# ---- design 1 ----
<file path="src/rtl/eth_defs_pkg.sv">
// Shared Ethernet receive definitions: framing nibbles, CRC-32 constants, FSM encodings
// and the byte-wide reflected CRC-32 update used by the receive path and the FCS generator.
package eth_defs;

  localparam logic [3:0]  ETH_PREAMBLE_NIBBLE = 4'h5;
  localparam logic [3:0]  ETH_SFD_NIBBLE      = 4'hD;
  localparam logic [31:0] CRC32_POLY_REFL     = 32'hEDB88320;
  localparam logic [31:0] CRC32_INIT          = 32'hFFFFFFFF;
  localparam logic [31:0] CRC32_RESIDUE       = 32'hDEBB20E3;

  localparam logic [1:0] ST_IDLE     = 2'd0;
  localparam logic [1:0] ST_PREAMBLE = 2'd1;
  localparam logic [1:0] ST_DATA     = 2'd2;
  localparam logic [1:0] ST_DROP     = 2'd3;

  // One byte of reflected CRC-32, LSB first, no final inversion.
  function automatic logic [31:0] crc32_byte(input logic [31:0] crc, input logic [7:0] data);
    logic [31:0] c;
    c = crc ^ {24'h000000, data};
    for (int i = 0; i < 8; i++) begin
      c = c[0] ? ((c >> 1) ^ CRC32_POLY_REFL) : (c >> 1);
    end
    return c;
  endfunction

endpackage

</file>
<file path="src/rtl/ethernet_receive_data_crc.sv">
// Combinational CRC-32 next-state for one byte; shared with the frame transmitter's FCS path.
module crc32_byte_next
  import eth_defs::*;
(
  input  logic [31:0] i_crc,
  input  logic [7:0]  i_byte,
  output logic [31:0] o_crc
);

  assign o_crc = crc32_byte(i_crc, i_byte);

endmodule

</file>
<file path="src/rtl/ethernet_receive_data.sv">
// MII receive path: strips preamble/SFD, packs nibbles into bytes, writes the frame into RAM
// from address 0 and reports length plus good/bad status (CRC, RX_ER, parity of nibbles, size).
module ethernet_receive_data
  import eth_defs::*;
#(
  parameter int ADDR_W       = 11,
  parameter int MAX_FRAME    = 1518,
  parameter int MIN_FRAME    = 64,
  parameter int MIN_PREAMBLE = 6
) (
  input  logic              clk,
  input  logic              reset,
  input  logic [3:0]        ETH_RX_DATA,
  input  logic              ETH_RX_DV,
  input  logic              ETH_RX_ER,
  input  logic              rx_enable,
  output logic [ADDR_W-1:0] ram_addr,
  output logic [7:0]        ram_data,
  output logic              ram_wr,
  output logic              frame_done,
  output logic              frame_ok,
  output logic [ADDR_W-1:0] frame_len,
  output logic              rx_busy
);

  logic [1:0]        r_state;
  logic [2:0]        r_pre_cnt;
  logic              r_phase;
  logic [3:0]        r_lo_nib;
  logic [ADDR_W-1:0] r_idx;
  logic [31:0]       r_crc;
  logic              r_err;
  logic              r_ovf;
  logic [ADDR_W-1:0] r_ram_addr;
  logic [7:0]        r_ram_data;
  logic              r_ram_wr;
  logic              r_frame_done;
  logic              r_frame_ok;
  logic [ADDR_W-1:0] r_frame_len;
  logic              r_busy;

  logic [1:0]  w_state_next;
  logic [7:0]  w_byte;
  logic [31:0] w_crc_next;

  assign w_byte = {ETH_RX_DATA, r_lo_nib};

  crc32_byte_next u_crc (
    .i_crc  (r_crc),
    .i_byte (w_byte),
    .o_crc  (w_crc_next)
  );

  always_comb begin
    w_state_next = r_state;
    case (r_state)
      ST_IDLE: begin
        if (ETH_RX_DV) begin
          if (rx_enable && (ETH_RX_DATA == ETH_PREAMBLE_NIBBLE)) w_state_next = ST_PREAMBLE;
          else                                                 w_state_next = ST_DROP;
        end else begin
          w_state_next = ST_IDLE;
        end
      end
      ST_PREAMBLE: begin
        if (!ETH_RX_DV)                                  w_state_next = ST_IDLE;
        else if (ETH_RX_ER)                              w_state_next = ST_DROP;
        else if (ETH_RX_DATA == ETH_PREAMBLE_NIBBLE)     w_state_next = ST_PREAMBLE;
        else if ((ETH_RX_DATA == ETH_SFD_NIBBLE) &&
                 (r_pre_cnt >= 3'(MIN_PREAMBLE)))        w_state_next = ST_DATA;
        else                                             w_state_next = ST_DROP;
      end
      ST_DATA: begin
        if (!ETH_RX_DV) w_state_next = ST_IDLE;
        else            w_state_next = ST_DATA;
      end
      ST_DROP: begin
        if (!ETH_RX_DV) w_state_next = ST_IDLE;
        else            w_state_next = ST_DROP;
      end
      default: w_state_next = ST_DROP;
    endcase
  end

  always_ff @(posedge clk) begin
    if (!reset) begin
      r_state      <= ST_DROP;
      r_pre_cnt    <= 3'd0;
      r_phase      <= 1'b0;
      r_lo_nib     <= 4'h0;
      r_idx        <= '0;
      r_crc        <= CRC32_INIT;
      r_err        <= 1'b0;
      r_ovf        <= 1'b0;
      r_ram_addr   <= '0;
      r_ram_data   <= 8'h00;
      r_ram_wr     <= 1'b0;
      r_frame_done <= 1'b0;
      r_frame_ok   <= 1'b0;
      r_frame_len  <= '0;
      r_busy       <= 1'b0;
    end else begin
      r_state      <= w_state_next;
      r_busy       <= (w_state_next == ST_PREAMBLE) || (w_state_next == ST_DATA);
      r_ram_wr     <= 1'b0;
      r_frame_done <= 1'b0;
      case (r_state)
        ST_IDLE: r_pre_cnt <= 3'd1;
        ST_PREAMBLE: begin
          if ((ETH_RX_DATA == ETH_PREAMBLE_NIBBLE) && (r_pre_cnt != 3'd7))
            r_pre_cnt <= r_pre_cnt + 3'd1;
          if (w_state_next == ST_DATA) begin
            r_frame_ok  <= 1'b0;
            r_frame_len <= '0;
            r_idx       <= '0;
            r_crc       <= CRC32_INIT;
            r_err       <= 1'b0;
            r_ovf       <= 1'b0;
            r_phase     <= 1'b0;
          end
        end
        ST_DATA: begin
          if (ETH_RX_DV) begin
            if (ETH_RX_ER) r_err <= 1'b1;
            if (!r_phase) begin
              r_lo_nib <= ETH_RX_DATA;
              r_phase  <= 1'b1;
            end else begin
              r_phase <= 1'b0;
              r_crc   <= w_crc_next;
              // Past the RAM limit the byte still feeds the CRC but is not stored.
              if (r_idx == ADDR_W'(MAX_FRAME)) begin
                r_ovf <= 1'b1;
              end else begin
                r_ram_wr   <= 1'b1;
                r_ram_addr <= r_idx;
                r_ram_data <= w_byte;
                r_idx      <= r_idx + 1'b1;
              end
            end
          end else begin
            r_frame_done <= 1'b1;
            r_frame_len  <= r_idx;
            r_frame_ok   <= (r_crc == CRC32_RESIDUE) && !r_err && !r_phase && !r_ovf &&
                            (r_idx >= ADDR_W'(MIN_FRAME)) && (r_idx <= ADDR_W'(MAX_FRAME));
          end
        end
        default: r_pre_cnt <= r_pre_cnt;
      endcase
    end
  end

  assign ram_addr   = r_ram_addr;
  assign ram_data   = r_ram_data;
  assign ram_wr     = r_ram_wr;
  assign frame_done = r_frame_done;
  assign frame_ok   = r_frame_ok;
  assign frame_len  = r_frame_len;
  assign rx_busy    = r_busy;

endmodule

</file>
<file path="config.mk">
export PLATFORM = sky130hd
export DESIGN_NAME = ethernet_receive_data
export DESIGN_NICKNAME = d
export VERILOG_FILES = /design/src/rtl/eth_defs_pkg.sv /design/src/rtl/ethernet_receive_data_crc.sv /design/src/rtl/ethernet_receive_data.sv
export SDC_FILE = /design/constraint.sdc
export NUM_CORES = 1
export LEC_CHECK = 0
export CAP_MARGIN = 5
export CORE_ASPECT_RATIO = 0.7
export CORE_UTILIZATION = 60
export CTS_CLUSTER_SIZE = 20
export DETAILED_ROUTE_END_ITERATION = 7
export GPL_ROUTABILITY_DRIVEN = 0
export PLACE_DENSITY = 0.88
export SLEW_MARGIN = 20
export SYNTH_ARGS = -nofsm -noshare
export SYNTH_HDL_FRONTEND = slang
export SYNTH_SLANG_ARGS = --single-unit
export TNS_END_PERCENT = 1
</file>
<file path="constraint.sdc">
create_clock -name clk -period 7.95 [get_ports clk]
set_input_delay 1.1925 -clock clk [delete_from_list [all_inputs] [get_ports clk]]
set_output_delay 1.1925 -clock clk [all_outputs]
set_load 0.02 [all_outputs]
</file>
# ---- design 2 ----
===== src/rtl/div_sequencer_pkg.sv =====
// Shared types and constants for the RV32M divide/remainder sequencer.
//   XLEN   : operand/result width (iteration count)
//   CNT_W  : width of the iteration counter
//   div_op_e    : funct3[1:0] operation encoding
//   div_state_e : sequencer FSM states
package div_sequencer_pkg;

    localparam int unsigned XLEN  = 32;
    localparam int unsigned CNT_W = $clog2(XLEN);

    typedef enum logic [1:0] {
        OP_DIV  = 2'b00,
        OP_DIVU = 2'b01,
        OP_REM  = 2'b10,
        OP_REMU = 2'b11
    } div_op_e;

    typedef enum logic [1:0] {
        S_IDLE = 2'b00,
        S_CALC = 2'b01,
        S_FIX  = 2'b10,
        S_DONE = 2'b11
    } div_state_e;

endpackage


===== src/rtl/div_sequencer_if.sv =====
// Request/response bundle between the EX stage and the divide sequencer.
//   flush              : pipeline flush, aborts any in-flight op
//   in_valid/in_ready  : request handshake; op, rs1 (dividend), rs2 (divisor)
//   out_valid/out_ready: response handshake; result
//   busy               : unit is not idle
// master = requester (EX stage), slave = divide unit.
interface div_sequencer_if;
    import div_sequencer_pkg::*;

    logic            flush;
    logic            in_valid;
    logic            in_ready;
    logic [1:0]      op;
    logic [XLEN-1:0] rs1;
    logic [XLEN-1:0] rs2;
    logic            out_valid;
    logic            out_ready;
    logic [XLEN-1:0] result;
    logic            busy;

    modport master (
        output flush, in_valid, op, rs1, rs2, out_ready,
        input  in_ready, out_valid, result, busy
    );

    modport slave (
        input  flush, in_valid, op, rs1, rs2, out_ready,
        output in_ready, out_valid, result, busy
    );

endinterface


===== src/rtl/div_sequencer_sub.sv =====
// Shared subtractor for the divide sequencer.
//   a_msb, a : minuend, XLEN+1 bits (a_msb is the bit shifted out of rem)
//   b        : subtrahend, XLEN bits
//   diff     : low XLEN bits of the difference
//   borrow   : set when {a_msb,a} < b (unsigned extended compare)
module div_sequencer_sub
    import div_sequencer_pkg::*;
(
    input  logic [XLEN-1:0] a,
    input  logic            a_msb,
    input  logic [XLEN-1:0] b,
    output logic [XLEN-1:0] diff,
    output logic            borrow
);

    // Two guard bits: the minuend is already XLEN+1 wide, the top bit flags the borrow.
    logic [XLEN+1:0] ext;

    assign ext    = {1'b0, a_msb, a} - {2'b00, b};
    assign diff   = ext[XLEN-1:0];
    assign borrow = ext[XLEN+1];

endmodule


===== src/rtl/div_sequencer.sv =====
// Multi-cycle RV32M DIV/DIVU/REM/REMU unit (restoring division).
//   clk, rst : rising-edge clock, synchronous active-high reset
//   bus      : div_sequencer_if.slave (flush, request and response handshakes, busy)
// One subtractor serves both the trial subtraction in CALC and the two
// sign negations (0 - x) in FIX, which is why FIX spans two cycles.
// Optional macro DIV_EARLY_OUT_EN: skip CALC when rs2 == 0 or |rs1| < |rs2|.
module div_sequencer
    import div_sequencer_pkg::*;
(
    input  logic           clk,
    input  logic           rst,
    div_sequencer_if.slave bus
);

    div_state_e       state_q, state_d;
    logic [1:0]       op_q, op_d;
    logic             neg_quo_q, neg_quo_d;
    logic             neg_rem_q, neg_rem_d;
    logic             div0_q, div0_d;
    logic             fix_ph_q, fix_ph_d;
    logic [CNT_W-1:0] cnt_q, cnt_d;
    logic [XLEN-1:0]  rem_q, rem_d;
    logic [XLEN-1:0]  quo_q, quo_d;
    logic [XLEN-1:0]  dvsr_q, dvsr_d;
    logic [XLEN-1:0]  result_q, result_d;

    logic             signed_op, accept;
    logic [XLEN-1:0]  abs1, abs2;
    logic [XLEN-1:0]  sub_a, sub_b, sub_diff;
    logic             sub_msb, sub_borrow;
    logic [XLEN-1:0]  rem_fix, quo_fix;

    assign bus.in_ready  = (state_q == S_IDLE);
    assign bus.out_valid = (state_q == S_DONE);
    assign bus.busy      = (state_q != S_IDLE);
    assign bus.result    = result_q;

    // Request decode: op[0] set means unsigned.
    always_comb begin
        signed_op = ~bus.op[0];
        abs1      = (signed_op && bus.rs1[XLEN-1]) ? -bus.rs1 : bus.rs1;
        abs2      = (signed_op && bus.rs2[XLEN-1]) ? -bus.rs2 : bus.rs2;
        accept    = bus.in_valid && (state_q == S_IDLE) && !bus.flush;
    end

    // Subtractor operand select: trial subtract in CALC, negate quo then rem in FIX.
    always_comb begin
        sub_a   = {rem_q[XLEN-2:0], quo_q[XLEN-1]};
        sub_msb = rem_q[XLEN-1];
        sub_b   = dvsr_q;
        if (state_q == S_FIX) begin
            sub_a   = '0;
            sub_msb = 1'b0;
            sub_b   = fix_ph_q ? rem_q : quo_q;
        end
    end

    div_sequencer_sub u_sub (
        .a      (sub_a),
        .a_msb  (sub_msb),
        .b      (sub_b),
        .diff   (sub_diff),
        .borrow (sub_borrow)
    );

    // Divide by zero yields |rs1| in rem naturally, so only the quotient is forced.
    assign rem_fix = neg_rem_q ? sub_diff : rem_q;
    assign quo_fix = div0_q ? '1 : quo_q;

    // Next-state and datapath update.
    always_comb begin
        state_d   = state_q;
        op_d      = op_q;
        neg_quo_d = neg_quo_q;
        neg_rem_d = neg_rem_q;
        div0_d    = div0_q;
        fix_ph_d  = fix_ph_q;
        cnt_d     = cnt_q;
        rem_d     = rem_q;
        quo_d     = quo_q;
        dvsr_d    = dvsr_q;
        result_d  = result_q;

        case (state_q)
            S_IDLE: begin
                if (accept) begin
                    op_d      = bus.op;
                    neg_quo_d = signed_op && (bus.rs1[XLEN-1] ^ bus.rs2[XLEN-1]);
                    neg_rem_d = signed_op && bus.rs1[XLEN-1];
                    div0_d    = (bus.rs2 == '0);
                    rem_d     = '0;
                    quo_d     = abs1;
                    dvsr_d    = abs2;
                    cnt_d     = CNT_W'(XLEN - 1);
                    fix_ph_d  = 1'b0;
                    state_d   = S_CALC;
`ifdef DIV_EARLY_OUT_EN
                    if (bus.rs2 == '0 || abs1 < abs2) begin
                        quo_d   = '0;
                        rem_d   = abs1;
                        state_d = S_FIX;
                    end
`endif
                end
            end
            S_CALC: begin
                // On borrow the shifted rem is below the divisor, so its top bit is zero.
                quo_d = {quo_q[XLEN-2:0], ~sub_borrow};
                rem_d = sub_borrow ? sub_a : sub_diff;
                cnt_d = cnt_q - CNT_W'(1);
                if (cnt_q == '0) begin
                    state_d = S_FIX;
                end
            end
            S_FIX: begin
                if (!fix_ph_q) begin
                    if (neg_quo_q) begin
                        quo_d = sub_diff;
                    end
                    fix_ph_d = 1'b1;
                end else begin
                    rem_d    = rem_fix;
                    result_d = op_q[1] ? rem_fix : quo_fix;
                    fix_ph_d = 1'b0;
                    state_d  = S_DONE;
                end
            end
            S_DONE: begin
                if (bus.out_ready) begin
                    state_d = S_IDLE;
                end
            end
            default: state_d = S_IDLE;
        endcase

        if (bus.flush) begin
            state_d  = S_IDLE;
            fix_ph_d = 1'b0;
        end
    end

    // State and datapath registers.
    always_ff @(posedge clk) begin
        if (rst) begin
            state_q   <= S_IDLE;
            op_q      <= '0;
            neg_quo_q <= 1'b0;
            neg_rem_q <= 1'b0;
            div0_q    <= 1'b0;
            fix_ph_q  <= 1'b0;
            cnt_q     <= '0;
            rem_q     <= '0;
            quo_q     <= '0;
            dvsr_q    <= '0;
            result_q  <= '0;
        end else begin
            state_q   <= state_d;
            op_q      <= op_d;
            neg_quo_q <= neg_quo_d;
            neg_rem_q <= neg_rem_d;
            div0_q    <= div0_d;
            fix_ph_q  <= fix_ph_d;
            cnt_q     <= cnt_d;
            rem_q     <= rem_d;
            quo_q     <= quo_d;
            dvsr_q    <= dvsr_d;
            result_q  <= result_d;
        end
    end

endmodule


===== src/flat_wrapper.sv =====
// flat-port wrapper written by rule: the top's interface ports become plain ports
module div_sequencer_flat import div_sequencer_pkg::*;
  (clk, rst, bus_flush, bus_in_valid, bus_op, bus_rs1, bus_rs2, bus_out_ready, bus_in_ready, bus_out_valid, bus_result, bus_busy);
  div_sequencer_if bus_i ();
  input  logic clk;
  input  logic rst;
  input wire logic [$bits(bus_i.flush)-1:0] bus_flush;
  input wire logic [$bits(bus_i.in_valid)-1:0] bus_in_valid;
  input wire logic [$bits(bus_i.op)-1:0] bus_op;
  input wire logic [$bits(bus_i.rs1)-1:0] bus_rs1;
  input wire logic [$bits(bus_i.rs2)-1:0] bus_rs2;
  input wire logic [$bits(bus_i.out_ready)-1:0] bus_out_ready;
  output wire logic [$bits(bus_i.in_ready)-1:0] bus_in_ready;
  output wire logic [$bits(bus_i.out_valid)-1:0] bus_out_valid;
  output wire logic [$bits(bus_i.result)-1:0] bus_result;
  output wire logic [$bits(bus_i.busy)-1:0] bus_busy;
  assign bus_i.flush = bus_flush;
  assign bus_i.in_valid = bus_in_valid;
  assign bus_i.op = bus_op;
  assign bus_i.rs1 = bus_rs1;
  assign bus_i.rs2 = bus_rs2;
  assign bus_i.out_ready = bus_out_ready;
  assign bus_in_ready = bus_i.in_ready;
  assign bus_out_valid = bus_i.out_valid;
  assign bus_result = bus_i.result;
  assign bus_busy = bus_i.busy;
  div_sequencer u_core (.clk(clk), .rst(rst), .bus(bus_i));
endmodule

===== config.mk =====
export PLATFORM = sky130hd
export DESIGN_NAME = div_sequencer_flat
export DESIGN_NICKNAME = d
export VERILOG_FILES = /design/src/rtl/div_sequencer_pkg.sv /design/src/rtl/div_sequencer_if.sv /design/src/rtl/div_sequencer_sub.sv /design/src/rtl/div_sequencer.sv /design/src/flat_wrapper.sv
export SDC_FILE = /design/constraint.sdc
export NUM_CORES = 1
export LEC_CHECK = 0
export CAP_MARGIN = 40
export CORE_ASPECT_RATIO = 1.1
export CORE_UTILIZATION = 40
export DETAILED_ROUTE_END_ITERATION = 12
export PLACE_DENSITY = 0.55
export SLEW_MARGIN = 20
export SYNTH_ARGS = -nofsm -noshare
export SYNTH_HDL_FRONTEND = slang
export SYNTH_SLANG_ARGS = --single-unit

===== constraint.sdc =====
create_clock -name clk -period 5.21 [get_ports clk]
set_clock_uncertainty 0.2 [all_clocks]
set_input_delay 1.042 -clock clk [delete_from_list [all_inputs] [get_ports clk]]
set_output_delay 1.042 -clock clk [all_outputs]
set_load 0.02 [all_outputs]

# ---- design 3 ----
**config.mk**
```make
export PLATFORM = sky130hd
export DESIGN_NAME = llc_req_frontend
export DESIGN_NICKNAME = d
export VERILOG_FILES = /design/src/rtl/llc_req_frontend.sv
export SDC_FILE = /design/constraint.sdc
export NUM_CORES = 1
export LEC_CHECK = 0
export CAP_MARGIN = 0
export CORE_MARGIN = 5
export CORE_UTILIZATION = 42
export CTS_CLUSTER_SIZE = 28
export DETAILED_ROUTE_END_ITERATION = 10
export PLACE_DENSITY_LB_ADDON = 0.12
export SLEW_MARGIN = 20
export SYNTH_ARGS = -nofsm -noshare
export SYNTH_HDL_FRONTEND = slang
export SYNTH_SLANG_ARGS = --single-unit
```
**constraint.sdc**
```tcl
create_clock -name clk -period 4.2 [get_ports clk]
set_input_delay 0.84 -clock clk [delete_from_list [all_inputs] [get_ports clk]]
set_output_delay 0.84 -clock clk [all_outputs]
set_load 0.01 [all_outputs]
```
**src/rtl/llc_req_frontend.sv**
```systemverilog
// LLC request front end: buffers trace commands, splits addresses into tag/index/offset,
// issues one request at a time to the cache core and keeps access statistics.
module llc_req_frontend #(
    parameter int unsigned ADDR_SIZE  = 32,
    parameter int unsigned INDEX_BITS = 2,
    parameter int unsigned BYTE_BITS  = 6,
    parameter int unsigned TAG_BITS   = ADDR_SIZE - INDEX_BITS - BYTE_BITS,
    parameter int unsigned FIFO_DEPTH = 8
) (
    input  logic                  clk,
    input  logic                  rst,
    input  logic                  in_valid,
    output logic                  in_ready,
    input  logic [3:0]            in_op,
    input  logic [ADDR_SIZE-1:0]  in_addr,
    output logic                  out_valid,
    input  logic                  out_ready,
    output logic [3:0]            out_op,
    output logic [TAG_BITS-1:0]   out_tag,
    output logic [INDEX_BITS-1:0] out_index,
    output logic [BYTE_BITS-1:0]  out_offset,
    input  logic                  rsp_valid,
    input  logic [1:0]            rsp_result,
    output logic [31:0]           read_cnt,
    output logic [31:0]           write_cnt,
    output logic [31:0]           hit_cnt,
    output logic [31:0]           miss_cnt,
    output logic [15:0]           err_cnt,
    output logic                  stats_snap
);

    localparam int unsigned PTR_W = $clog2(FIFO_DEPTH);
    localparam int unsigned CNT_W = PTR_W + 1;

    localparam logic [3:0] OP_READ    = 4'd0;
    localparam logic [3:0] OP_WRITE   = 4'd1;
    localparam logic [3:0] OP_IFETCH  = 4'd2;
    localparam logic [3:0] OP_LAST_FW = 4'd6;
    localparam logic [3:0] OP_BAD7    = 4'd7;
    localparam logic [3:0] OP_CLEAR   = 4'd8;
    localparam logic [3:0] OP_PRINT   = 4'd9;
    localparam logic [1:0] RSP_HIT    = 2'd1;
    localparam logic [1:0] RSP_MISS   = 2'd2;

    typedef enum logic [1:0] {S_IDLE, S_ISSUE, S_WAIT} state_t;

    state_t state, state_d;

    logic [3:0]           fifo_op   [FIFO_DEPTH];
    logic [ADDR_SIZE-1:0] fifo_addr [FIFO_DEPTH];
    logic [CNT_W-1:0]     wr_ptr, rd_ptr, wr_ptr_d, rd_ptr_d;

    logic                 fifo_empty, push, pop;
    logic [3:0]           head_op;
    logic [ADDR_SIZE-1:0] head_addr;
    logic                 head_fwd, head_bad, clear, issue_hs, rsp_counted;
    logic                 out_valid_d, snap_d;
    logic [31:0]          read_d, write_d, hit_d, miss_d;
    logic [15:0]          err_d;

    function automatic logic [31:0] sat32(input logic [31:0] v);
        return (v == 32'hFFFF_FFFF) ? v : v + 32'd1;
    endfunction

    function automatic logic [15:0] sat16(input logic [15:0] v);
        return (v == 16'hFFFF) ? v : v + 16'd1;
    endfunction

    // Command FIFO: pointers carry one wrap bit so full and empty are distinguishable
    assign fifo_empty = (wr_ptr == rd_ptr);
    assign push       = in_valid && in_ready;
    assign pop        = (state == S_IDLE) && !fifo_empty;
    assign head_op    = fifo_op[rd_ptr[PTR_W-1:0]];
    assign head_addr  = fifo_addr[rd_ptr[PTR_W-1:0]];
    assign wr_ptr_d   = wr_ptr + CNT_W'(push);
    assign rd_ptr_d   = rd_ptr + CNT_W'(pop);

    always_ff @(posedge clk) begin
        if (push) begin
            fifo_op[wr_ptr[PTR_W-1:0]]   <= in_op;
            fifo_addr[wr_ptr[PTR_W-1:0]] <= in_addr;
        end
    end

    // in_ready looks only at next occupancy, so a pop never frees a slot in the same cycle
    always_ff @(posedge clk) begin
        if (rst) begin
            wr_ptr   <= '0;
            rd_ptr   <= '0;
            in_ready <= 1'b1;
        end else begin
            wr_ptr   <= wr_ptr_d;
            rd_ptr   <= rd_ptr_d;
            in_ready <= ((wr_ptr_d - rd_ptr_d) != CNT_W'(FIFO_DEPTH));
        end
    end

    assign head_fwd    = (head_op <= OP_LAST_FW);
    assign head_bad    = (head_op == OP_BAD7) || (head_op > OP_PRINT);
    assign clear       = pop && (head_op == OP_CLEAR);
    assign issue_hs    = (state == S_ISSUE) && out_ready;
    assign rsp_counted = (state == S_WAIT) && rsp_valid && (out_op <= OP_IFETCH);

    always_ff @(posedge clk) begin
        if (rst) begin
            state <= S_IDLE;
        end else begin
            state <= state_d;
        end
    end

    always_comb begin
        state_d     = state;
        out_valid_d = 1'b0;
        snap_d      = 1'b0;
        read_d      = read_cnt;
        write_d     = write_cnt;
        hit_d       = hit_cnt;
        miss_d      = miss_cnt;
        err_d       = err_cnt;
        case (state)
            S_IDLE: begin
                if (pop && head_fwd) begin
                    state_d = S_ISSUE;
                end
                if (pop && head_bad) begin
                    err_d = sat16(err_cnt);
                end
                if (pop && (head_op == OP_PRINT)) begin
                    snap_d = 1'b1;
                end
            end
            S_ISSUE: begin
                if (out_ready) begin
                    state_d = S_WAIT;
                end
            end
            S_WAIT: begin
                if (rsp_valid) begin
                    state_d = S_IDLE;
                end
            end
            default: state_d = S_IDLE;
        endcase
        if (issue_hs && ((out_op == OP_READ) || (out_op == OP_IFETCH))) begin
            read_d = sat32(read_cnt);
        end
        if (issue_hs && (out_op == OP_WRITE)) begin
            write_d = sat32(write_cnt);
        end
        if (rsp_counted && (rsp_result == RSP_HIT)) begin
            hit_d = sat32(hit_cnt);
        end
        if (rsp_counted && (rsp_result == RSP_MISS)) begin
            miss_d = sat32(miss_cnt);
        end
        if (clear) begin
            read_d  = '0;
            write_d = '0;
            hit_d   = '0;
            miss_d  = '0;
            err_d   = '0;
        end
        out_valid_d = (state_d == S_ISSUE);
    end

    // Output registers; request fields stay put from pop until the next forwarded pop
    always_ff @(posedge clk) begin
        if (rst) begin
            out_valid  <= 1'b0;
            out_op     <= '0;
            out_tag    <= '0;
            out_index  <= '0;
            out_offset <= '0;
            read_cnt   <= '0;
            write_cnt  <= '0;
            hit_cnt    <= '0;
            miss_cnt   <= '0;
            err_cnt    <= '0;
            stats_snap <= 1'b0;
        end else begin
            out_valid  <= out_valid_d;
            read_cnt   <= read_d;
            write_cnt  <= write_d;
            hit_cnt    <= hit_d;
            miss_cnt   <= miss_d;
            err_cnt    <= err_d;
            stats_snap <= snap_d;
            if (pop && head_fwd) begin
                out_op     <= head_op;
                out_tag    <= head_addr[ADDR_SIZE-1 -: TAG_BITS];
                out_index  <= head_addr[BYTE_BITS +: INDEX_BITS];
                out_offset <= head_addr[BYTE_BITS-1:0];
            end
        end
    end

endmodule
```
# ---- design 4 ----
==> src/rtl/hamming_mem_ctrl.sv <==
`default_nettype none
// ----------------------------------------------------------------------------
// hamming_mem_ctrl : Hamming(38,32) read/check/correct/write-back controller
//                    sharing one synchronous RAM port with a background scrubber
// Rev 1.0
// ----------------------------------------------------------------------------
module hamming_mem_ctrl #(
    parameter int ADDR_W         = 8,
    parameter int DEPTH          = 256,
    parameter int SCRUB_INTERVAL = 1024,
    parameter int SCRUB_MAX_WAIT = 64,
    parameter int WRITEBACK      = 1,
    parameter int CNT_W          = 16
) (
    input  logic              clk,
    input  logic              rst_n,
    input  logic              req_valid,
    input  logic [ADDR_W-1:0] req_addr,
    output logic              req_ready,
    output logic              rsp_valid,
    output logic [37:0]       rsp_data,
    output logic              rsp_corr,
    output logic              rsp_uncorr,
    output logic              mem_en,
    output logic              mem_we,
    output logic [ADDR_W-1:0] mem_addr,
    output logic [37:0]       mem_wdata,
    input  logic [37:0]       mem_rdata,
    input  logic              scrub_en,
    output logic [CNT_W-1:0]  corr_cnt,
    output logic [CNT_W-1:0]  uncorr_cnt
);

    localparam int TMR_W  = (SCRUB_INTERVAL > 1) ? $clog2(SCRUB_INTERVAL) : 1;
    localparam int WAIT_W = ($clog2(SCRUB_MAX_WAIT + 1) > 0) ? $clog2(SCRUB_MAX_WAIT + 1) : 1;

    localparam logic [TMR_W-1:0]  C_TMR_LAST  = TMR_W'(SCRUB_INTERVAL - 1);
    localparam logic [WAIT_W-1:0] C_WAIT_MAX  = WAIT_W'(SCRUB_MAX_WAIT);
    localparam logic [ADDR_W-1:0] C_ADDR_LAST = ADDR_W'(DEPTH - 1);
    localparam logic [CNT_W-1:0]  C_CNT_SAT   = '1;

    typedef enum logic [2:0] {
        S_IDLE = 3'd0,
        S_RD   = 3'd1,
        S_CHK  = 3'd2,
        S_WB   = 3'd3,
        S_DONE = 3'd4
    } state_t;

    function automatic logic [5:0] f_syndrome(input logic [37:0] cw);
        logic [5:0] s;
        logic [5:0] pos;
        s = '0;
        for (int j = 1; j <= 38; j++) begin
            pos = 6'(j);
            for (int i = 0; i < 6; i++) begin
                if (pos[i]) begin
                    s[i] = s[i] ^ cw[j-1];
                end
            end
        end
        return s;
    endfunction

    state_t              r_state;
    state_t              w_state_nxt;
    logic                r_live;
    logic [ADDR_W-1:0]   r_addr;
    logic                r_src_scrub;
    logic [37:0]         r_word;
    logic                r_corr;
    logic                r_uncorr;
    logic [ADDR_W-1:0]   r_scrub_addr;
    logic [TMR_W-1:0]    r_timer;
    logic                r_pending;
    logic [WAIT_W-1:0]   r_wait;
    logic [37:0]         r_rsp_data;
    logic                r_rsp_corr;
    logic                r_rsp_uncorr;
    logic [CNT_W-1:0]    r_corr_cnt;
    logic [CNT_W-1:0]    r_uncorr_cnt;

    logic [5:0]          w_synd;
    logic [37:0]         w_fixed;
    logic                w_fix_corr;
    logic                w_fix_uncorr;
    logic                w_idle;
    logic                w_starve;
    logic                w_accept;
    logic                w_launch;
    logic                w_rsp_load;
    logic                w_wait_inc;

    always_comb begin
        w_synd       = f_syndrome(mem_rdata);
        w_fix_corr   = (w_synd != 6'd0) && (w_synd <= 6'd38);
        w_fix_uncorr = (w_synd > 6'd38);
        w_fixed      = mem_rdata;
        if (w_fix_corr) begin
            w_fixed[w_synd - 6'd1] = ~mem_rdata[w_synd - 6'd1];
        end
    end

    // r_live keeps req_ready low for the first cycle out of reset.
    assign w_idle     = (r_state == S_IDLE);
    assign w_starve   = scrub_en && r_pending && (r_wait >= C_WAIT_MAX);
    assign req_ready  = rst_n && r_live && w_idle && !w_starve;
    assign w_accept   = req_valid && req_ready;
    assign w_launch   = rst_n && r_live && w_idle && !w_accept && r_pending && scrub_en;
    assign w_wait_inc = r_pending && (w_accept || (!w_idle && !r_src_scrub)) &&
                        (r_wait < C_WAIT_MAX);

    always_comb begin
        w_state_nxt = r_state;
        case (r_state)
            S_IDLE:  if (w_accept || w_launch) w_state_nxt = S_RD;
            S_RD:    w_state_nxt = S_CHK;
            S_CHK:   w_state_nxt = (w_fix_corr && (WRITEBACK != 0)) ? S_WB : S_DONE;
            S_WB:    w_state_nxt = S_DONE;
            S_DONE:  w_state_nxt = S_IDLE;
            default: w_state_nxt = S_IDLE;
        endcase
    end

    // Memory strobes are gated by rst_n so a reset landing in WB suppresses the write.
    always_comb begin
        mem_en    = 1'b0;
        mem_we    = 1'b0;
        mem_addr  = '0;
        mem_wdata = '0;
        rsp_valid = 1'b0;
        if (rst_n && (r_state == S_RD || r_state == S_WB)) begin
            mem_en   = 1'b1;
            mem_addr = r_addr;
        end
        if (rst_n && r_state == S_WB) begin
            mem_we    = 1'b1;
            mem_wdata = r_word;
        end
        if (r_state == S_DONE && !r_src_scrub) begin
            rsp_valid = 1'b1;
        end
    end

    assign w_rsp_load = !r_src_scrub &&
                        ((r_state == S_CHK && w_state_nxt == S_DONE) || r_state == S_WB);

    always_ff @(posedge clk) begin
        if (!rst_n) begin
            r_state      <= S_IDLE;
            r_live       <= 1'b0;
            r_addr       <= '0;
            r_src_scrub  <= 1'b0;
            r_word       <= '0;
            r_corr       <= 1'b0;
            r_uncorr     <= 1'b0;
            r_scrub_addr <= '0;
            r_rsp_data   <= '0;
            r_rsp_corr   <= 1'b0;
            r_rsp_uncorr <= 1'b0;
            r_corr_cnt   <= '0;
            r_uncorr_cnt <= '0;
        end else begin
            r_state <= w_state_nxt;
            r_live  <= 1'b1;
            case (r_state)
                S_IDLE: begin
                    if (w_accept) begin
                        r_addr      <= req_addr;
                        r_src_scrub <= 1'b0;
                    end else if (w_launch) begin
                        r_addr      <= r_scrub_addr;
                        r_src_scrub <= 1'b1;
                    end
                end
                S_CHK: begin
                    r_word   <= w_fixed;
                    r_corr   <= w_fix_corr;
                    r_uncorr <= w_fix_uncorr;
                end
                S_DONE: begin
                    if (r_src_scrub) begin
                        r_scrub_addr <= (r_scrub_addr == C_ADDR_LAST) ? '0
                                                                      : r_scrub_addr + 1'b1;
                    end
                    if (r_corr && r_corr_cnt != C_CNT_SAT) begin
                        r_corr_cnt <= r_corr_cnt + 1'b1;
                    end
                    if (r_uncorr && r_uncorr_cnt != C_CNT_SAT) begin
                        r_uncorr_cnt <= r_uncorr_cnt + 1'b1;
                    end
                end
                default: ;
            endcase
            if (w_rsp_load) begin
                r_rsp_data   <= (r_state == S_WB) ? r_word   : w_fixed;
                r_rsp_corr   <= (r_state == S_WB) ? r_corr   : w_fix_corr;
                r_rsp_uncorr <= (r_state == S_WB) ? r_uncorr : w_fix_uncorr;
            end
        end
    end

    // A timer hit wins over a same-cycle launch so no interval is lost.
    always_ff @(posedge clk) begin
        if (!rst_n || !scrub_en) begin
            r_timer   <= '0;
            r_pending <= 1'b0;
            r_wait    <= '0;
        end else begin
            if (r_timer == C_TMR_LAST) begin
                r_timer   <= '0;
                r_pending <= 1'b1;
            end else begin
                r_timer <= r_timer + 1'b1;
                if (w_launch) begin
                    r_pending <= 1'b0;
                end
            end
            if (w_launch) begin
                r_wait <= '0;
            end else if (w_wait_inc) begin
                r_wait <= r_wait + 1'b1;
            end
        end
    end

    assign rsp_data   = r_rsp_data;
    assign rsp_corr   = r_rsp_corr;
    assign rsp_uncorr = r_rsp_uncorr;
    assign corr_cnt   = r_corr_cnt;
    assign uncorr_cnt = r_uncorr_cnt;

endmodule
`default_nettype wire

==> config.mk <==
export PLATFORM = sky130hd
export DESIGN_NAME = hamming_mem_ctrl
export DESIGN_NICKNAME = d
export VERILOG_FILES = /design/src/rtl/hamming_mem_ctrl.sv
export SDC_FILE = /design/constraint.sdc
export NUM_CORES = 1
export LEC_CHECK = 0
export ABC_CLOCK_PERIOD_IN_PS = 5630
export CAP_MARGIN = 40
export CORE_MARGIN = 4
export CORE_UTILIZATION = 45
export CTS_CLUSTER_SIZE = 28
export DETAILED_ROUTE_END_ITERATION = 10
export MAX_ROUTING_LAYER = met4
export PLACE_DENSITY = 0.71
export SYNTH_ARGS = -nofsm -noshare
export SYNTH_HDL_FRONTEND = slang
export SYNTH_SLANG_ARGS = --single-unit
==> constraint.sdc <==
create_clock -name clk -period 5.63 [get_ports clk]
set_clock_uncertainty 0.1 [all_clocks]
set_input_delay 0.8445 -clock clk [delete_from_list [all_inputs] [get_ports clk]]
set_output_delay 0.8445 -clock clk [all_outputs]
set_load 0.005 [all_outputs]
design_1/clock_map.png
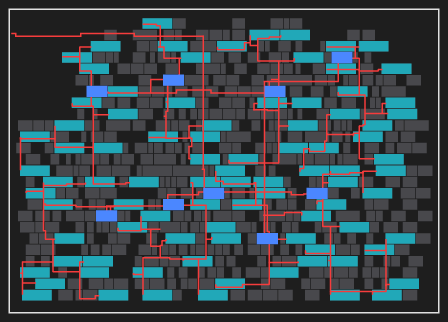
[red] clock wires | length: 985 um
[cyan] flip-flops | count: 89
[blue] cells driving clock nets | count: 9
flops lie	spread over the die
share of total power in the clock network: 0.325
power dissipated in the clock network: 305 uW
worst skew pair latency: 360 ps

==> tab_implementation.tex, design 1 <==
% Table of physical implementation metrics
\begin{tabular}{lr}
\hline
Metric & Value \\
\hline
\multicolumn{2}{l}{\textbf{Synth}} \\
Number of standard cells after synthesis & roughly 450 \\
Post-synthesis cell count from yosys & between 400 and 500 \\
Post-synthesis instance area & between 4000 and 5000 um\^{}2 \\
\multicolumn{2}{l}{\textbf{Global routing}} \\
Vias in the first global route & $\sim$3.4k \\
Wire length of the first global-routing pass & between 15000 and 20000 um \\
Global-route track usage on met2 & 0.482 \\
M1 GR Usage & 0.435 \\
Maximum number of pins on one net before global-route repair & between 50 and 60 \\
\multicolumn{2}{l}{\textbf{Final layout}} \\
Area Overhead vs Synth & 15.5\% \\
\multicolumn{2}{l}{\textbf{Status}} \\
Outcome & finished clean \\
\multicolumn{2}{l}{\textbf{Worst setup path}} \\
Launch point of the worst reg-to-reg path & r\_state[0]\$\_SDFF\_PN1\_ \\
Critical register-to-register path endpoint & r\_idx[7]\$\_SDFFE\_PN0P\_ \\
Worst path cell trace & clkdlybuf4s50\_1 > nand3b\_1 > o311ai\_0 > ha\_1 > nand3b\_4 > and2\_4 > o21a\_4 > or4b\_1 > a21oi\_1 \\
\multicolumn{2}{l}{\textbf{Hold path}} \\
Path type of the worst min-delay path & reg -> reg \\
\multicolumn{2}{l}{\textbf{Final timing}} \\
Post-layout period usage & 0.490 \\
Relative slew slack & 0.326 \\
\multicolumn{2}{l}{\textbf{Floorplanning}} \\
Pre-Place Util & 0.627 \\
\hline
\end{tabular}
design 1: registers in the layout, indices dropped and copies added (netlist names), 2 cells and up:
signal     cells
r_state        2
ram_addr      11
r_idx         11
r_crc         32
r_lo_nib       4
frame_len     11
ram_data       8
r_pre_cnt      3
design 1: per-stage QoR:
step / cell area (um^2) / hold slack (ps)
6_report: 4940 / 520
5_1_grt: 4940 / 547
4_1_cts: 4940 / 516
3_5_place_dp: 4760 / 501
3_3_place_gp: 4760 / 464
2_1_floorplan: 4280 / 438
design 1: power by group:
part           leakage [uW]  internal [uW]  switching (uW)
Combinational      0.000943           71.0            94.5
Sequential         0.000721            455            11.8
Clock             0.0000913            150             155
design 1: critical path: cells and delay by family:
family	cells	cell delay, ps
AND/OR/NAND/NOR	4	1220
AND-OR/OR-AND	3	960
buffers and inverters	1	530
adder cells (fa/ha/maj)	1	280
design 1: final cells by class:
| type | count | area [um^2] |
|---|---|---|
| sequential | 89 | 1780 |
| inverter | 11 | 41.3 |
| clock inverter | 3 | 42.5 |
| timing repair buffer | 45 | 443 |
| multi-input combinational | 329 | 2370 |
| tap | 94 | 118 |
| fill | 531 | 1880 |
| clock buffer | 11 | 141 |
design_4/clock_map.png
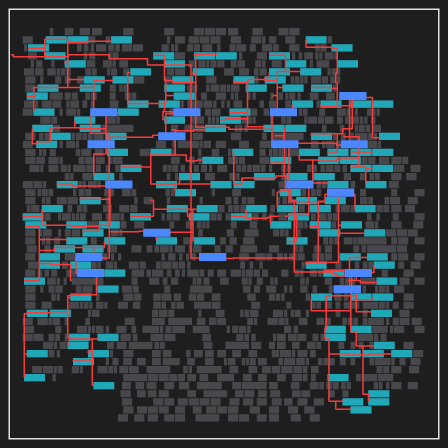
[blue] cells driving clock nets | count: 17
[cyan] flip-flops | count: 151
[red] clock wires | length: 1890 um
routed clock nets	18
flops lie	spread over the die
power dissipated in the clock network: 1150 uW
share of total power in the clock network: 0.260
worst skew pair latency: 420 ps

==> tab_implementation.tex, design 4 <==
% Table of physical implementation metrics
\begin{tabular}{lr}
\hline
Metric & Value \\
\hline
\multicolumn{2}{l}{\textbf{Status}} \\
Outcome & finished clean \\
\multicolumn{2}{l}{\textbf{Synth}} \\
Post-synthesis instance area & $\sim$8400 um\^{}2 \\
Post-synthesis cell count from yosys & between 900 and 1k \\
Cell types with the highest counts after synthesis & dfxtp\_1 (151), nor2\_1 (116), nand2\_1 (86), o21ai\_0 (69), and3\_1 (59) \\
\multicolumn{2}{l}{\textbf{Final timing}} \\
Post-layout period usage & 0.884 \\
Relative slew slack & 0.434 \\
Setup slack after layout & roughly 650 ps \\
Fin Setup TNS & 0 ps \\
\multicolumn{2}{l}{\textbf{Place}} \\
Placed Cells & $\sim$1.3k \\
\multicolumn{2}{l}{\textbf{Worst setup path}} \\
Critical Path Sink Type & register \\
\multicolumn{2}{l}{\textbf{Power and ir drop}} \\
Pint & 2580 uW \\
Power per cell area & a little over 400 nW/um\^{}2 \\
\multicolumn{2}{l}{\textbf{Final layout}} \\
Fraction of layout cells with a size suffix above 1 & 0.0800 \\
\multicolumn{2}{l}{\textbf{Routing}} \\
DRC violations left & 0 \\
\multicolumn{2}{l}{\textbf{Clock tree}} \\
Buffer cell driving the clock tree root & clkbuf\_16 \\
\hline
\end{tabular}
[design 4: registers in the layout, summed over array words and instances, names as in the netlist, 3 cells and up]
| register | count |
|---|---|
| rsp_data | 38 |
| r_wait | 7 |
| r_addr | 8 |
| r_timer | 10 |
| corr_cnt | 16 |
| r_scrub_addr | 8 |
| r_state | 3 |
| uncorr_cnt | 16 |
| r_word | 38 |
[design 4: cells by family after synthesis]
| family | count (synthesis) | synth area share |
|---|---|---|
| buf+inv | 75 | 0.0376 |
| xor+xnor | 104 | 0.126 |
| mux | 43 | 0.0549 |
| simple gates | 401 | 0.235 |
| fa+ha+maj | 7 | 0.0104 |
| flops | 151 | 0.359 |
| compound gates | 213 | 0.177 |
[design 4: metal layers]
layer,wire (um),vias up,global-route usage
li1,-,3842,-
met1,11500,3709,0.332
met2,11600,251,0.379
met3,1730,33,0.0588
met4,439,0,0.0643
met5,0,-,-
[design 4: power by group through the flow]
stage | logic (uW) | registers, uW | clock network [uW]
2_1_floorplan | 1460 | 1160 | 0
4_1_cts | 2070 | 1140 | 1170
3_5_place_dp | 2070 | 1170 | 0
5_1_grt | 2270 | 1150 | 1220
3_3_place_gp | 2060 | 1170 | 0
6_report | 2130 | 1140 | 1150
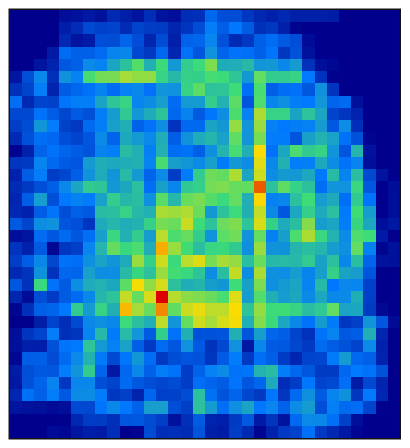
design_2/wire_density.png
The die is cut into 32 by 35 equal tiles; dark blue is low, red is high, scaled to the fullest tile. Values are wire area over tile area, all layers added.
nearly empty tiles	11%
tiles over half the peak	11%
mean over tiles	0.24
densest ninth of the die	centre
fullest tile	0.92
overall fraction of global-route tracks in use: 0.294
via total after detailed routing: 11.2k
post-DR wirelength/cell: 21.7 um
Routed Wire Length: 40400 um

design_2/drive_strength.png
Scale bar: 50 um.
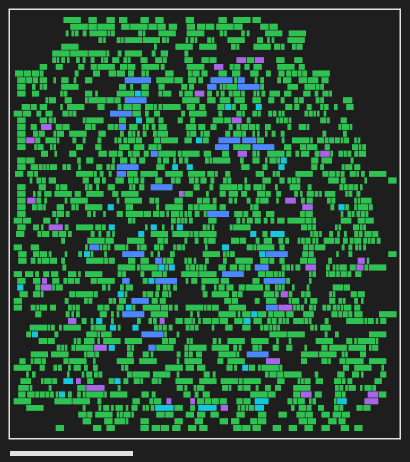
colour	size	cells	share
green	drive 1 or less	1402	93%
cyan	drive 3 to 4	42	2.8%
blue	drive 6 and up	32	2.1%
purple	drive 2	33	2.2%
Area Overhead vs Synth: 18.7%
buffer count excluding the clock tree in the final layout: 139

==> tab_implementation.tex, design 2 <==
% Table of physical implementation metrics
\begin{tabular}{lr}
\hline
Metric & Value \\
\hline
\multicolumn{2}{l}{\textbf{Global routing}} \\
Aggregate global routing overflow & 0 \\
Vias in the first global route & 10.2k \\
Number of antenna violations at the first check in global routing & 0 \\
\multicolumn{2}{l}{\textbf{Power and ir drop}} \\
Total power consumption of the routed design & $\sim$3200 uW \\
\multicolumn{2}{l}{\textbf{Final layout}} \\
Flip-flops & 140 \\
Clock buffer and inverter area fraction after layout & 0.0478 \\
Clkbuf count & 18 \\
\multicolumn{2}{l}{\textbf{Synth}} \\
Synth warn & 0 \\
Post-Synth Adder-Cell Area & 0.0495 \\
Ys async rst share & 0 \\
Post-synthesis cell count from yosys & around 1.4k \\
Number of nets produced by synthesis & $\sim$1.5k \\
\multicolumn{2}{l}{\textbf{Final timing}} \\
Clock period minus worst slack & $\sim$5000 ps \\
Post-layout period usage & 0.965 \\
\multicolumn{2}{l}{\textbf{Clock tree}} \\
Clock transition at the registers of the reported paths & around 80 ps \\
Clock tree from TritonCTS & built \\
\multicolumn{2}{l}{\textbf{Worst setup path}} \\
Critical register-to-register path endpoint & u\_core.rem\_q[24]\$\_SDFFE\_PP0P\_ \\
Data required time of the critical path & $\sim$5300 ps \\
Critical Path Sink Type & register \\
Depth of the worst register-to-register path & 15 \\
\multicolumn{2}{l}{\textbf{Status}} \\
Outcome & finished clean \\
\multicolumn{2}{l}{\textbf{Floorplanning}} \\
Overall die area & 27600 um\^{}2 \\
\hline
\end{tabular}
-- design 2: flip-flops by register name, indices dropped and copies added (netlist names) --
signal,cells
u_core.state_q,2
u_core.dvsr_q,32
u_core.neg_quo_q,1
u_core.op_q,1
u_core.fix_ph_q,1
u_core.bus.result,32
u_core.cnt_q,5
u_core.quo_q,32
u_core.div0_q,1
u_core.rem_q,32
u_core.neg_rem_q,1
-- design 2: worst max-delay path: stages (launching register included) --
cell and delay, ps:
dfxtp_1 330, inv_1 130, ha_1 190, clkinv_1 470, buf_4 360, nor2_1 110
a21oi_1 50, ha_1 360, o21a_1 140, o31a_1 270, o221ai_1 290, a211o_1 370
a211oi_1 550, a21boi_0 220, xnor2_1 630, o21ai_0 180
-- design 2: report_power, final --
group / switching [uW] / internal, uW / total [uW]
logic: 450 / 269 / 719
registers: 68.4 / 1120 / 1190
clock network: 580 / 699 / 1280
total: 1100 / 2080 / 3180
-- design 2: per-layer routing --
layer  vias up  GRT usage  wire (um)
met5         -          0          0
met2       425      0.436      17700
met1      5284      0.423      18700
met4         0      0.111       1330
li1       5427          -          -
met3        60     0.0454       2680
design_3/wire_density.png
The die is cut into 22 by 22 equal tiles; dark blue is low, red is high, scaled to the fullest tile. Values are wire area over tile area, all layers added.
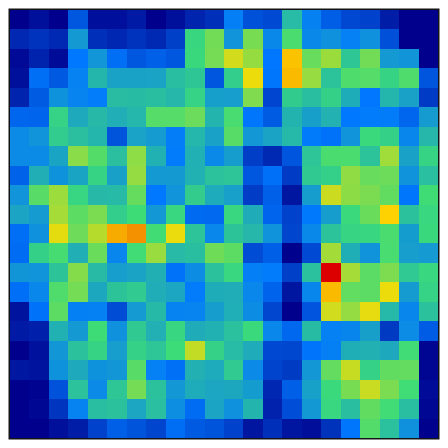
nearly empty tiles	4.3%
mean over tiles	0.14
fullest tile	0.41
tiles over half the peak	19%
overall fraction of global-route tracks in use: 0.172
via total after detailed routing: 12.3k

==> tab_implementation.tex, design 3 <==
% Table of physical implementation metrics
\begin{tabular}{lr}
\hline
Metric & Value \\
\hline
\multicolumn{2}{l}{\textbf{Status}} \\
Outcome & finished clean \\
\multicolumn{2}{l}{\textbf{Final timing}} \\
Fin Setup TNS & 0 ps \\
Skew final & 22.9 ps \\
Relative slew slack & 0.397 \\
\multicolumn{2}{l}{\textbf{Floorplanning}} \\
Taps Inserted & 600 \\
Number of standard-cell rows in the floorplan & approximately 78 \\
\multicolumn{2}{l}{\textbf{Power and ir drop}} \\
Net Sw Frac & 0.264 \\
Sequential cell fraction of total power & 0.454 \\
P\_leak & around 0.0076 uW \\
Total power consumption of the routed design & around 12000 uW \\
Power Sequential & around 5500 uW \\
Peak ir drop on the vdd network & roughly 450 uV \\
\multicolumn{2}{l}{\textbf{Synth}} \\
Synth warn & 0 \\
Cell type contributing the most total cell area after synthesis & edfxtp\_1 \\
Dominant kind of combinational cell & simple AND/OR/NAND/NOR gates \\
Most common cell in the synthesized netlist & edfxtp\_1 \\
Ys async rst share & 0 \\
\multicolumn{2}{l}{\textbf{Final layout}} \\
Multi-input gate share of total cell area & 0.275 \\
Multi-input gate count & between 800 and 900 \\
Leading cell category by total area & flip-flops and latches \\
\multicolumn{2}{l}{\textbf{Global routing}} \\
Vias in the first global route & $\sim$12k \\
\multicolumn{2}{l}{\textbf{Routing}} \\
Drt via density & 5.34 \\
\multicolumn{2}{l}{\textbf{Worst setup path}} \\
Critical register-to-register path endpoint & write\_cnt[2]\$\_SDFFE\_PP0P\_ \\
\hline
\end{tabular}
[design 3: layer usage]
metal  wire (um)  vias up  global-route usage
met2       20800      275               0.273
li1            -     5839                   -
met5          28        -                   0
met3        2490       60              0.0382
met1       20300     6091               0.243
met4         760        6              0.0422
[design 3: cell usage in the layout, fill, tap and decap left out, types with 6 or more instances in the layout]
master and instances:
dfxtp_1 190, nor2_1 190, buf_4 20, nor2_4 6
xnor2_1 56, clkbuf_16 52, xor2_1 73, a211oi_1 38
nand4_1 51, nand2_1 43, clkinv_1 8, nor4_1 13
and4_1 17, or3_1 16, a21oi_1 23, and3_1 29
inv_1 16, clkdlybuf4s50_1 224, edfxtp_1 288, mux2i_1 40
o21ai_0 12, mux4_2 72, ha_1 12, clkbuf_1 15
o31ai_1 6, or4_1 10, nand3_1 66, nor3_1 25
nand4b_1 6, clkinv_2 9
[design 3: logic make-up (layout without fill, tap and decap cells)]
kind of cell,after synthesis,count (layout)
AND/OR/NAND/NOR,509,509
flip-flops,481,481
XOR/XNOR,129,129
multiplexers,116,116
AND-OR/OR-AND,92,92
buffers and inverters,75,359
adder cells (fa/ha/maj),12,12
other,0,2


## Gallery

Where the registers sit.
Plate I
Scale bar: 50 um. Other sequential cells in the stronger grey, the rest of the logic in the fainter grey.
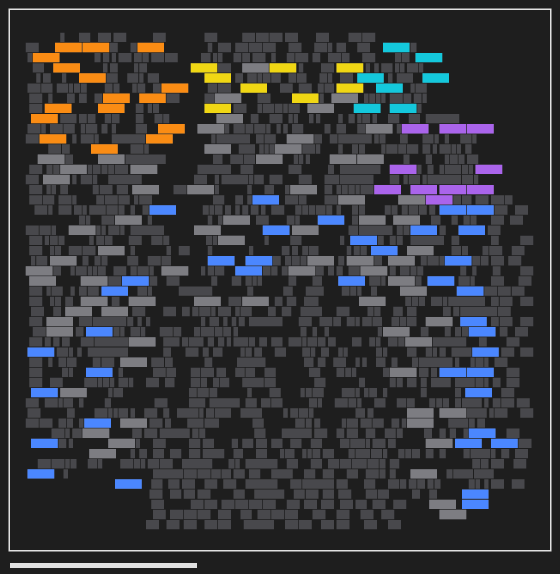
Plate II
Scale bar: 20 um. Other sequential cells in the stronger grey, the rest of the logic in the fainter grey.
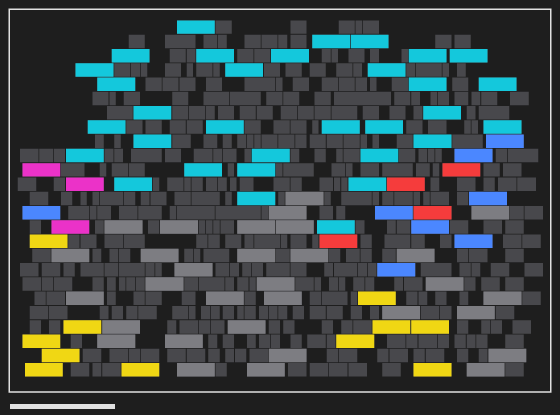
Plate III
Scale bar: 50 um. Other sequential cells in the stronger grey, the rest of the logic in the fainter grey.
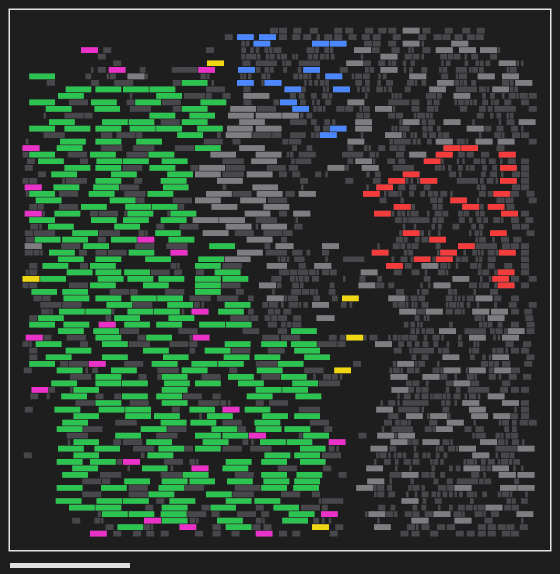
Plate IV
Scale bar: 50 um. Other sequential cells in the stronger grey, the rest of the logic in the fainter grey.
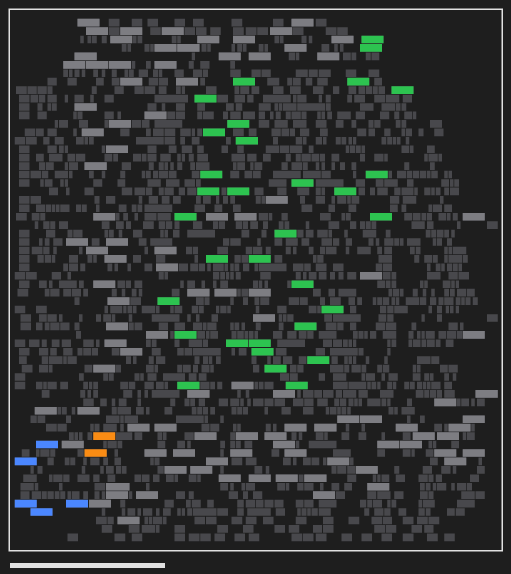
- fewest sequential cells: Plate II
Plate III comes from design 3.
Plate I comes from design 4.
Plate IV comes from design 2.
Plate II comes from design 1.


==> screenshots <==
Sizing map.
picture 1
Scale bar: 20 um.
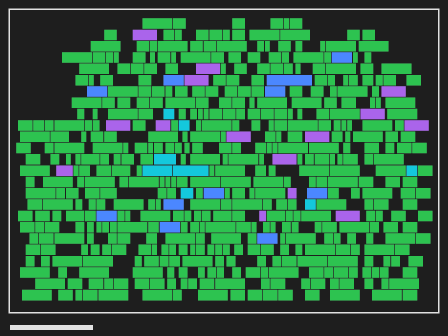
picture 2
Scale bar: 50 um.
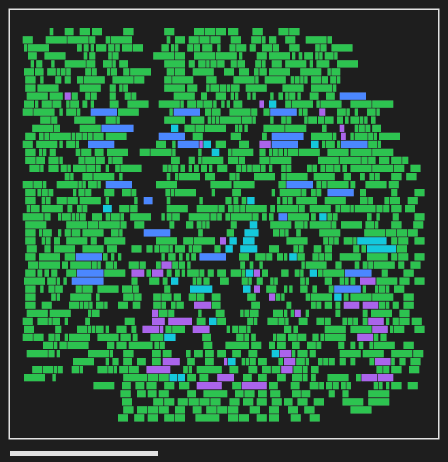
picture 3
Scale bar: 50 um.
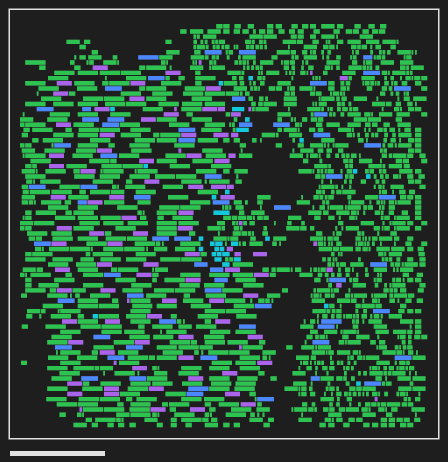
design 1 -> picture 1
design 4 -> picture 2
design 3 -> picture 3
The one with the largest die is picture 3.

Key to picture 3:
colour	size	cells	share
purple	drive 2	96	5.7%
cyan	drive 3 to 4	30	1.8%
blue	drive 6 and up	65	3.8%
green	drive 1 or less	1507	89%

Power and IR drop assume default switching activity.
